==================== vga_rx
### Routed metal, one colour a layer, vga_rx

Drawn at 6 px/um.
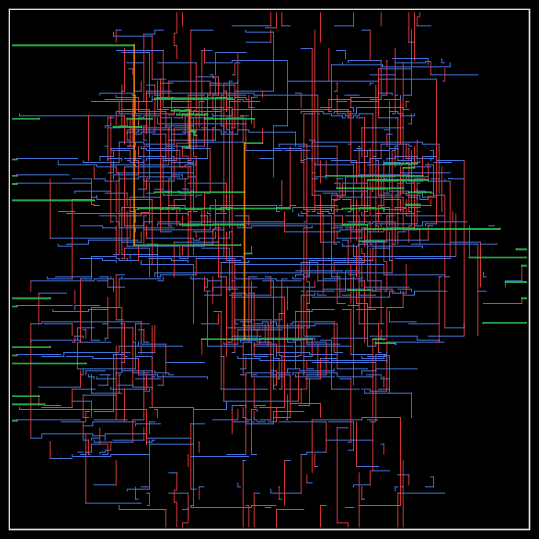

[config.mk]
export PLATFORM = sky130hd
export DESIGN_NAME = vga_rx
export DESIGN_NICKNAME = d
export VERILOG_FILES = /design/src/rtl/vga_timing_pkg.sv /design/src/rtl/sync_edge_det.sv /design/src/rtl/vga_rx.sv
export SDC_FILE = /design/constraint.sdc
export NUM_CORES = 1
export LEC_CHECK = 0
export CORE_MARGIN = 1
export CORE_UTILIZATION = 36
export CTS_BUF_LIST = sky130_fd_sc_hd__clkbuf_4
export DETAILED_ROUTE_END_ITERATION = 7
export PLACE_DENSITY = 0.55
export SLEW_MARGIN = 40
export SYNTH_ARGS = -nofsm -noshare
export SYNTH_HDL_FRONTEND = slang
export SYNTH_SLANG_ARGS = --single-unit
[constraint.sdc]
create_clock -name CLK_25MH -period 9.9 [get_ports CLK_25MH]
set_input_delay 0.99 -clock CLK_25MH [delete_from_list [all_inputs] [get_ports CLK_25MH]]
set_output_delay 0.99 -clock CLK_25MH [all_outputs]
set_load 0.01 [all_outputs]
[src/rtl/vga_timing_pkg.sv]
// 640x480@60 timing constants shared with the timing generator, plus receiver FSM states.
package vga_timing_pkg;

  localparam int unsigned H_ACTIVE   = 640;
  localparam int unsigned H_TOTAL    = 800;
  localparam int unsigned H_SYNC_END = 752;
  localparam int unsigned V_ACTIVE   = 480;
  localparam int unsigned V_TOTAL    = 525;
  localparam int unsigned V_SYNC_END = 492;

  typedef enum logic [1:0] {
    SEARCH    = 2'd0,
    H_ALIGNED = 2'd1,
    LOCKED    = 2'd2
  } rx_state_t;

  function automatic logic [9:0] wrap_inc(input logic [9:0] val, input logic [9:0] last);
    return (val == last) ? '0 : val + 10'd1;
  endfunction

endpackage

[src/rtl/sync_edge_det.sv]
// Stage-0 sync register with prior-sample copy; flags a low-to-high transition.
module sync_edge_det (
  input  logic CLK_25MH,
  input  logic RST,
  input  logic sync_in,
  output logic rise
);

  logic sync_q;
  logic sync_prev;

  // Both clear high so a sync that is already high after reset is not an edge.
  always_ff @(posedge CLK_25MH) begin
    if (RST) begin
      sync_q    <= 1'b1;
      sync_prev <= 1'b1;
    end else begin
      sync_q    <= sync_in;
      sync_prev <= sync_q;
    end
  end

  assign rise = sync_q & ~sync_prev;

endmodule

[src/rtl/vga_rx.sv]
// VGA receive side: recovers pixel coordinates from sync edges, tracks lock, flags timing errors.
module vga_rx #(
  parameter int unsigned H_ACTIVE   = vga_timing_pkg::H_ACTIVE,
  parameter int unsigned H_TOTAL    = vga_timing_pkg::H_TOTAL,
  parameter int unsigned H_SYNC_END = vga_timing_pkg::H_SYNC_END,
  parameter int unsigned V_ACTIVE   = vga_timing_pkg::V_ACTIVE,
  parameter int unsigned V_TOTAL    = vga_timing_pkg::V_TOTAL,
  parameter int unsigned V_SYNC_END = vga_timing_pkg::V_SYNC_END
) (
  input  logic       CLK_25MH,
  input  logic       RST,
  input  logic       hsync_in,
  input  logic       vsync_in,
  input  logic [2:0] rgb_in,
  output logic       pix_valid,
  output logic [9:0] pix_x,
  output logic [9:0] pix_y,
  output logic [2:0] pix_rgb,
  output logic       frame_start,
  output logic [7:0] frame_count,
  output logic       locked,
  output logic       line_err,
  output logic       frame_err
);
  import vga_timing_pkg::*;

  localparam logic [9:0] H_ACT  = 10'(H_ACTIVE);
  localparam logic [9:0] H_LAST = 10'(H_TOTAL - 1);
  localparam logic [9:0] H_SYNC = 10'(H_SYNC_END);
  localparam logic [9:0] V_ACT  = 10'(V_ACTIVE);
  localparam logic [9:0] V_LAST = 10'(V_TOTAL - 1);
  localparam logic [9:0] V_SYNC = 10'(V_SYNC_END);

  logic       h_rise, v_rise;
  logic [2:0] rgb_s0;

  sync_edge_det u_hsync_det (.CLK_25MH(CLK_25MH), .RST(RST), .sync_in(hsync_in), .rise(h_rise));
  sync_edge_det u_vsync_det (.CLK_25MH(CLK_25MH), .RST(RST), .sync_in(vsync_in), .rise(v_rise));

  rx_state_t  state, state_nx;
  logic [9:0] h_pred, v_pred, hpos_nx, vpos_nx;
  logic       line_err_nx, frame_err_nx, frame_start_nx;

  // Decisions use the predicted position of the stage-0 sample; a line error wins over any v-rise.
  always_comb begin
    h_pred         = wrap_inc(pix_x, H_LAST);
    v_pred         = (pix_x == H_LAST) ? wrap_inc(pix_y, V_LAST) : pix_y;
    hpos_nx        = h_pred;
    vpos_nx        = v_pred;
    state_nx       = state;
    line_err_nx    = 1'b0;
    frame_err_nx   = 1'b0;
    unique case (state)
      SEARCH: begin
        if (h_rise) begin
          hpos_nx  = H_SYNC;
          state_nx = H_ALIGNED;
        end
      end
      H_ALIGNED: begin
        if (h_rise && (h_pred != H_SYNC)) begin
          line_err_nx = 1'b1;
          hpos_nx     = H_SYNC;
        end else if (v_rise) begin
          if (h_pred == '0) begin
            vpos_nx  = V_SYNC;
            state_nx = LOCKED;
          end else begin
            frame_err_nx = 1'b1;
          end
        end
      end
      LOCKED: begin
        if (h_rise && (h_pred != H_SYNC)) begin
          line_err_nx = 1'b1;
          hpos_nx     = H_SYNC;
          state_nx    = H_ALIGNED;
        end else if (v_rise && ((v_pred != V_SYNC) || (h_pred != '0))) begin
          frame_err_nx = 1'b1;
          state_nx     = H_ALIGNED;
        end
      end
      default: state_nx = SEARCH;
    endcase
    frame_start_nx = (state_nx == LOCKED) && (hpos_nx == '0) && (vpos_nx == '0);
  end

  always_ff @(posedge CLK_25MH) begin
    if (RST) begin
      state       <= SEARCH;
      rgb_s0      <= '0;
      pix_x       <= '0;
      pix_y       <= '0;
      pix_rgb     <= '0;
      pix_valid   <= 1'b0;
      frame_start <= 1'b0;
      frame_count <= '0;
      line_err    <= 1'b0;
      frame_err   <= 1'b0;
    end else begin
      state       <= state_nx;
      rgb_s0      <= rgb_in;
      pix_x       <= hpos_nx;
      pix_y       <= vpos_nx;
      pix_rgb     <= rgb_s0;
      pix_valid   <= (state_nx == LOCKED) && (hpos_nx < H_ACT) && (vpos_nx < V_ACT);
      frame_start <= frame_start_nx;
      line_err    <= line_err_nx;
      frame_err   <= frame_err_nx;
      if (frame_start_nx) frame_count <= frame_count + 8'd1;
    end
  end

  assign locked = (state == LOCKED);

endmodule

==================== dpram_fifo_ctrl
===== config.mk =====
export PLATFORM = sky130hd
export DESIGN_NAME = dpram_fifo_ctrl
export DESIGN_NICKNAME = d
export VERILOG_FILES = /design/src/rtl/dpram_pkg.sv /design/src/rtl/fifo_out_buf.sv /design/src/rtl/dpram_fifo_ctrl.sv
export SDC_FILE = /design/constraint.sdc
export NUM_CORES = 1
export LEC_CHECK = 0
export CORE_AREA = 2 2 135 137
export CTS_BUF_LIST = sky130_fd_sc_hd__clkbuf_16
export DETAILED_ROUTE_END_ITERATION = 6
export DIE_AREA = 0 0 137 139
export GPL_ROUTABILITY_DRIVEN = 1
export GPL_TIMING_DRIVEN = 1
export PLACE_DENSITY = 0.95
export REMOVE_ABC_BUFFERS = 1
export SETUP_SLACK_MARGIN = 0.3
export SLEW_MARGIN = 0
export SYNTH_ARGS = -nofsm -noshare
export SYNTH_HDL_FRONTEND = slang
export SYNTH_SLANG_ARGS = --single-unit

===== constraint.sdc =====
create_clock -name clk -period 12.8 [get_ports clk]
set_input_delay 2.56 -clock clk [delete_from_list [all_inputs] [get_ports clk]]
set_output_delay 2.56 -clock clk [all_outputs]
set_load 0.005 [all_outputs]

===== src/rtl/dpram_pkg.sv =====
// rtl/dpram_pkg.sv - shared constants and pointer type for the dual-port RAM FIFO
package dpram_pkg;

  localparam int DATA_W = 64;
  localparam int ADDR_W = 10;
  localparam int DEPTH  = 1 << ADDR_W;

  // Pointer carries one extra wrap bit above the RAM address.
  typedef logic [ADDR_W:0] ptr_t;

endpackage


===== src/rtl/fifo_out_buf.sv =====
// rtl/fifo_out_buf.sv - 2-entry output skid buffer absorbing the RAM read latency
module fifo_out_buf #(
  parameter int DATA_W = dpram_pkg::DATA_W
) (
  input  logic              clk,
  input  logic              rst_n,
  input  logic              flush,
  input  logic              land,
  input  logic [DATA_W-1:0] ram_rdata,
  input  logic              pop,
  output logic [1:0]        buf_cnt,
  output logic              m_valid,
  output logic [DATA_W-1:0] m_data
);

  logic [DATA_W-1:0] mem [2];
  logic              wr_idx;
  logic              rd_idx;

  // Capture landing RAM words and retire popped ones; flush drops anything in the buffer.
  always_ff @(posedge clk or negedge rst_n) begin
    if (!rst_n) begin
      mem[0]  <= '0;
      mem[1]  <= '0;
      wr_idx  <= 1'b0;
      rd_idx  <= 1'b0;
      buf_cnt <= 2'd0;
    end else if (flush) begin
      wr_idx  <= 1'b0;
      rd_idx  <= 1'b0;
      buf_cnt <= 2'd0;
    end else begin
      if (land) begin
        mem[wr_idx] <= ram_rdata;
        wr_idx      <= ~wr_idx;
      end
      if (pop) begin
        rd_idx <= ~rd_idx;
      end
      buf_cnt <= buf_cnt + {1'b0, land} - {1'b0, pop};
    end
  end

  assign m_valid = (buf_cnt != 2'd0);
  assign m_data  = mem[rd_idx];

endmodule


===== src/rtl/dpram_fifo_ctrl.sv =====
// rtl/dpram_fifo_ctrl.sv - stream-to-RAM FIFO controller driving both ports of dual_mem
module dpram_fifo_ctrl #(
  parameter int DATA_W = dpram_pkg::DATA_W,
  parameter int ADDR_W = dpram_pkg::ADDR_W,
  parameter int DEPTH  = dpram_pkg::DEPTH
) (
  input  logic              clk,
  input  logic              rst_n,
  input  logic              flush,
  input  logic              s_valid,
  output logic              s_ready,
  input  logic [DATA_W-1:0] s_data,
  output logic              m_valid,
  input  logic              m_ready,
  output logic [DATA_W-1:0] m_data,
  output logic              mem_en,
  output logic              op_en,
  output logic              write,
  output logic              read,
  output logic [ADDR_W-1:0] wr_address,
  output logic [ADDR_W-1:0] rd_address,
  output logic [DATA_W-1:0] data_in,
  input  logic [DATA_W-1:0] ram_rdata,
  output logic [ADDR_W+1:0] level,
  output logic              empty,
  output logic              full
);

  localparam logic [ADDR_W:0] DEPTH_P = (ADDR_W+1)'(DEPTH);
  localparam logic [ADDR_W:0] PTR_ONE = (ADDR_W+1)'(1);

  logic              live;
  logic [ADDR_W:0]   wr_ptr;
  logic [ADDR_W:0]   rd_ptr;
  logic [ADDR_W:0]   occ;
  logic              inflight;
  logic [1:0]        buf_cnt;
  logic [2:0]        slots;
  logic              push;
  logic              pop;
  logic              issue;

  assign occ   = wr_ptr - rd_ptr;
  assign full  = (occ == DEPTH_P);
  assign pop   = m_valid & m_ready;
  assign push  = s_valid & s_ready;

  // Buffer entries committed after this edge; a new read may only be issued if one stays free.
  assign slots = {1'b0, buf_cnt} + {2'b00, inflight} - {2'b00, pop};
  assign issue = live & ~flush & (occ != '0) & (slots < 3'd2);

  assign s_ready    = live & ~full & ~flush;
  assign mem_en     = live;
  assign op_en      = live;
  assign write      = push;
  assign wr_address = wr_ptr[ADDR_W-1:0];
  assign data_in    = push ? s_data : '0;
  assign read       = issue;
  assign rd_address = rd_ptr[ADDR_W-1:0];

  assign level = {1'b0, occ} + {{(ADDR_W+1){1'b0}}, inflight} + {{ADDR_W{1'b0}}, buf_cnt};
  assign empty = (level == '0);

  // Ready flop: the controller comes alive on the first edge after reset release.
  always_ff @(posedge clk or negedge rst_n) begin
    if (!rst_n) begin
      live <= 1'b0;
    end else begin
      live <= 1'b1;
    end
  end

  // Pointer and in-flight tracking; issue only sees registered wr_ptr so a read never hits a same-edge write.
  always_ff @(posedge clk or negedge rst_n) begin
    if (!rst_n) begin
      wr_ptr   <= '0;
      rd_ptr   <= '0;
      inflight <= 1'b0;
    end else if (flush) begin
      wr_ptr   <= '0;
      rd_ptr   <= '0;
      inflight <= 1'b0;
    end else begin
      if (push) begin
        wr_ptr <= wr_ptr + PTR_ONE;
      end
      if (issue) begin
        rd_ptr <= rd_ptr + PTR_ONE;
      end
      inflight <= issue;
    end
  end

  fifo_out_buf #(
    .DATA_W (DATA_W)
  ) u_out_buf (
    .clk       (clk),
    .rst_n     (rst_n),
    .flush     (flush),
    .land      (inflight),
    .ram_rdata (ram_rdata),
    .pop       (pop),
    .buf_cnt   (buf_cnt),
    .m_valid   (m_valid),
    .m_data    (m_data)
  );

endmodule



==> notes/layouts.md <==
Pictures saved along the way, in no particular order.

PDN straps and rails.
picture 1
Drawn at 6 px/um. Pins as bars on the die edge. Tap cells in grey.
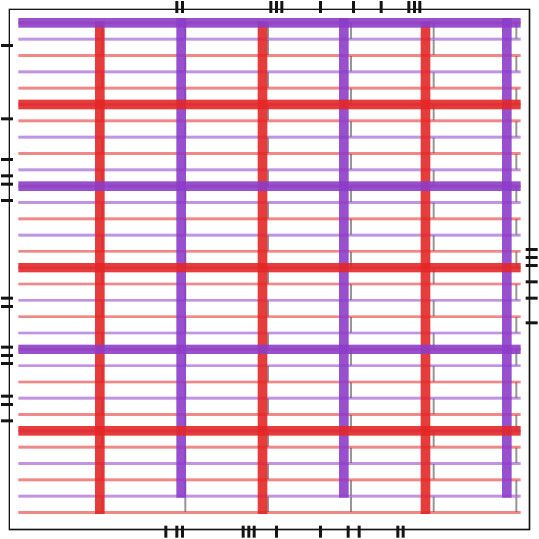
picture 2
Drawn at 3 px/um. Pins as bars on the die edge. Tap cells in grey.
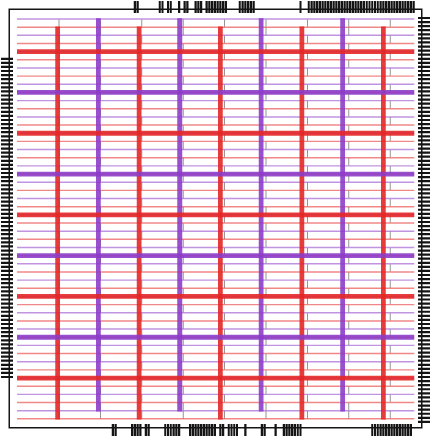
dpram_fifo_ctrl -> picture 2
vga_rx -> picture 1
- largest die: picture 2
- most pins: picture 2

Key to picture 2:
VSS: shown in red. VDD: shown in purple.
9 straps on met5. 229 tap cells. 301 signal pins sit on the boundary.

### Routed metal, one colour a layer, dpram_fifo_ctrl

Drawn at 3 px/um.
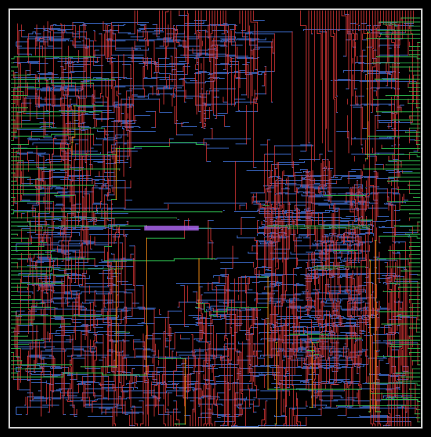
metal 1: shown in blue, wire length 8160 um. metal 2: shown in red, wire length 11900 um. metal 5: shown in purple, wire length 16.6 um. metal 3: shown in green, wire length 2120 um. metal 4: shown in orange, wire length 390 um.
global routing usage summed across all routing layers: 0.238
Detailed Route WL: 22600 um
Vias: 6368
average detailed-routed wire length per instance: 18.6 um

==> summary.rpt, dpram_fifo_ctrl <==
===============================================================
Number of cells on the worst reg-to-reg path                 12
Net switching power                                  0.000726 W
Adder Share, Synth                                       0.0317
H-tree depth                                                  4
Status                                             finished clean
Power drawn by the combinational cells                0.00107 W
Power density over the cells                        194 nW/um^2
F_max                                                   123 MHz
Arrival @ worst endpoint                                5570 ps
Post-Synthesis Cells                                        696
Final min period                                        8130 ps
XOR Share, Synth                                         0.0258
Headroom to the max-slew limit                            0.378
Total number of clock tree sinks                            156
TritonCTS clock tree                                      built
Layout inverter count without the clock tree                 26
Ratio of final minimum period to clock period             0.635
Tool warning count                                           25
Top logic cell family in the synthesized netlist   multiplexers
Logic area                                            4140 um^2
Power share of the clock group                            0.225
Core Footprint                                       17700 um^2
===============================================================
dpram_fifo_ctrl: placed cells by master, fill, tap and decap left out, types with 8 or more instances in the layout:
cell type,instances
sky130_fd_sc_hd__and3_1,8
sky130_fd_sc_hd__clkbuf_16,17
sky130_fd_sc_hd__nand4_1,11
sky130_fd_sc_hd__a31o_2,8
sky130_fd_sc_hd__and2_1,67
sky130_fd_sc_hd__ha_1,15
sky130_fd_sc_hd__dfrtp_1,155
sky130_fd_sc_hd__a21oi_1,15
sky130_fd_sc_hd__nor2_1,26
sky130_fd_sc_hd__clkdlybuf4s50_1,299
sky130_fd_sc_hd__inv_1,26
sky130_fd_sc_hd__xnor2_1,11
sky130_fd_sc_hd__nand3_1,10
sky130_fd_sc_hd__mux2_2,195
sky130_fd_sc_hd__nand2_1,10
dpram_fifo_ctrl: worst min path at each step:
stage	depth (start not counted)	slack (ps)	to
after floorplan	1	470	u_out_buf.mem[0]
after global placement	1	480	u_out_buf.mem[37]
after detailed placement	1	490	u_out_buf.mem[31]
after CTS	1	510	u_out_buf.mem[45]
after global routing	1	520	u_out_buf.mem[32]
final	1	500	u_out_buf.mem[45]
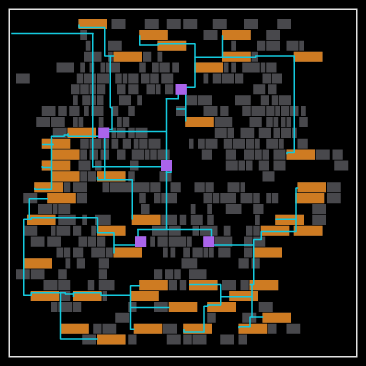
*Clock network drawn from the DEF, vga_rx*
Drawn at 4 px/um.
clock drivers: shown in purple, count 5. clock wires: shown in cyan, length 603 um. flip-flops: shown in orange, count 44.
There are 6 routed clock nets.

## Picture notes: 'Routed metal, one colour a layer' of vga_rx
metal 2: shown in red, wire length 2750 um. metal 3: shown in green, wire length 328 um. metal 4: shown in orange, wire length 72.1 um. metal 1: shown in blue, wire length 3070 um.

==> summary.rpt, vga_rx <==
==========================================================================
Register area                                                     881 um^2
Maximum count of clock buffers along a single path                       2
Dominant logic cell types in the final layout                 44 x sky130_fd_sc_hd__dfxtp_1, 42 x sky130_fd_sc_hd__clkdlybuf4s50_1, 23 x sky130_fd_sc_hd__nor2_1
Actual transition at the worst max-transition pin                   741 ps
Most area-hungry cell type in the Yosys netlist               sky130_fd_sc_hd__dfxtp_1
First-pass GRT wire length                                        10500 um
Share of layout cells above drive strength 1                        0.0706
Hold Fails Final Rpt                                                     0
Fin worst setup slack                                              5540 ps
Setup Crit Path Kind                                               reg2reg
Setup violations, final                                                  0
Dominant cells by area after synthesis                        sky130_fd_sc_hd__dfxtp_1 34%, sky130_fd_sc_hd__ha_1 3.9%, sky130_fd_sc_hd__a21oi_1 3.5%, sky130_fd_sc_hd__nor2b_1 3.4%, sky130_fd_sc_hd__nor2_1 3.4%
Tool warning count                                                      30
Per-cell via count in the routed design                               5.47
FFs & Latches                                                           44
Status                                                        finished clean
Arrival @ worst endpoint                                           4620 ps
Clkbuf count                                                             5
R2R Path Start                                                    pix_x[0]
Drc violations                                                           0
Async set-or-reset flop fraction in the synthesized netlist              0
==========================================================================
-- vga_rx: per-layer routing --
layer | routed length (um) | GRT usage
met4 | 72 | 0.0485
met3 | 328 | 0.0352
met5 | 0 | 0
met2 | 2750 | 0.267
met1 | 3070 | 0.253
-- vga_rx: report_power, final --
group | total [W] | switching, W | internal [W] | leakage [nW]
Clock | 0.0000854 | 0.0000594 | 0.0000260 | 0.0271
Combinational | 0.0000322 | 0.0000160 | 0.0000162 | 0.700
Sequential | 0.000188 | 0.00000632 | 0.000181 | 0.358
Total | 0.000305 | 0.0000818 | 0.000223 | 1.08
-- vga_rx: kinds of logic after synthesis --
group / synth area share
buffers and inverters: 0.0424
XOR/XNOR: 0.0341
flip-flops: 0.343
AND-OR/OR-AND: 0.206
adder cells (fa/ha/maj): 0.0390
multiplexers: 0.0127
AND/OR/NAND/NOR: 0.323
-- vga_rx: registers in the layout, summed over array words and instances (netlist names), 2 cells and up --
register	count
pix_y	10
pix_rgb	3
state	2
rgb_s0	3
frame_count	8
pix_x	10
-- vga_rx: metrics by stage --
step                       util  hold slack [ps]
after floorplan               -              414
after global placement    0.446              418
after detailed placement  0.446              426
after CTS                 0.453              457
after global routing      0.453              471
final                     0.453              453


==> screenshots <==
Cell classes on the final placement.
(a)
Drawn at 3 px/um. Fill, decap, tap and diode cells in grey.
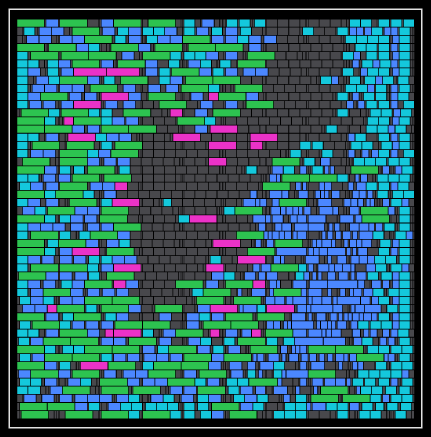
(b)
Drawn at 6 px/um. Fill, decap, tap and diode cells in grey.
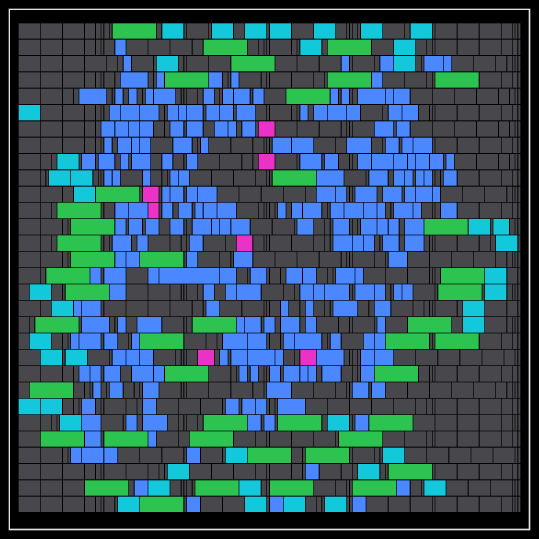
(a) -> dpram_fifo_ctrl
(b) -> vga_rx
Of these, most cells: (a)

Power and IR drop assume default switching activity.
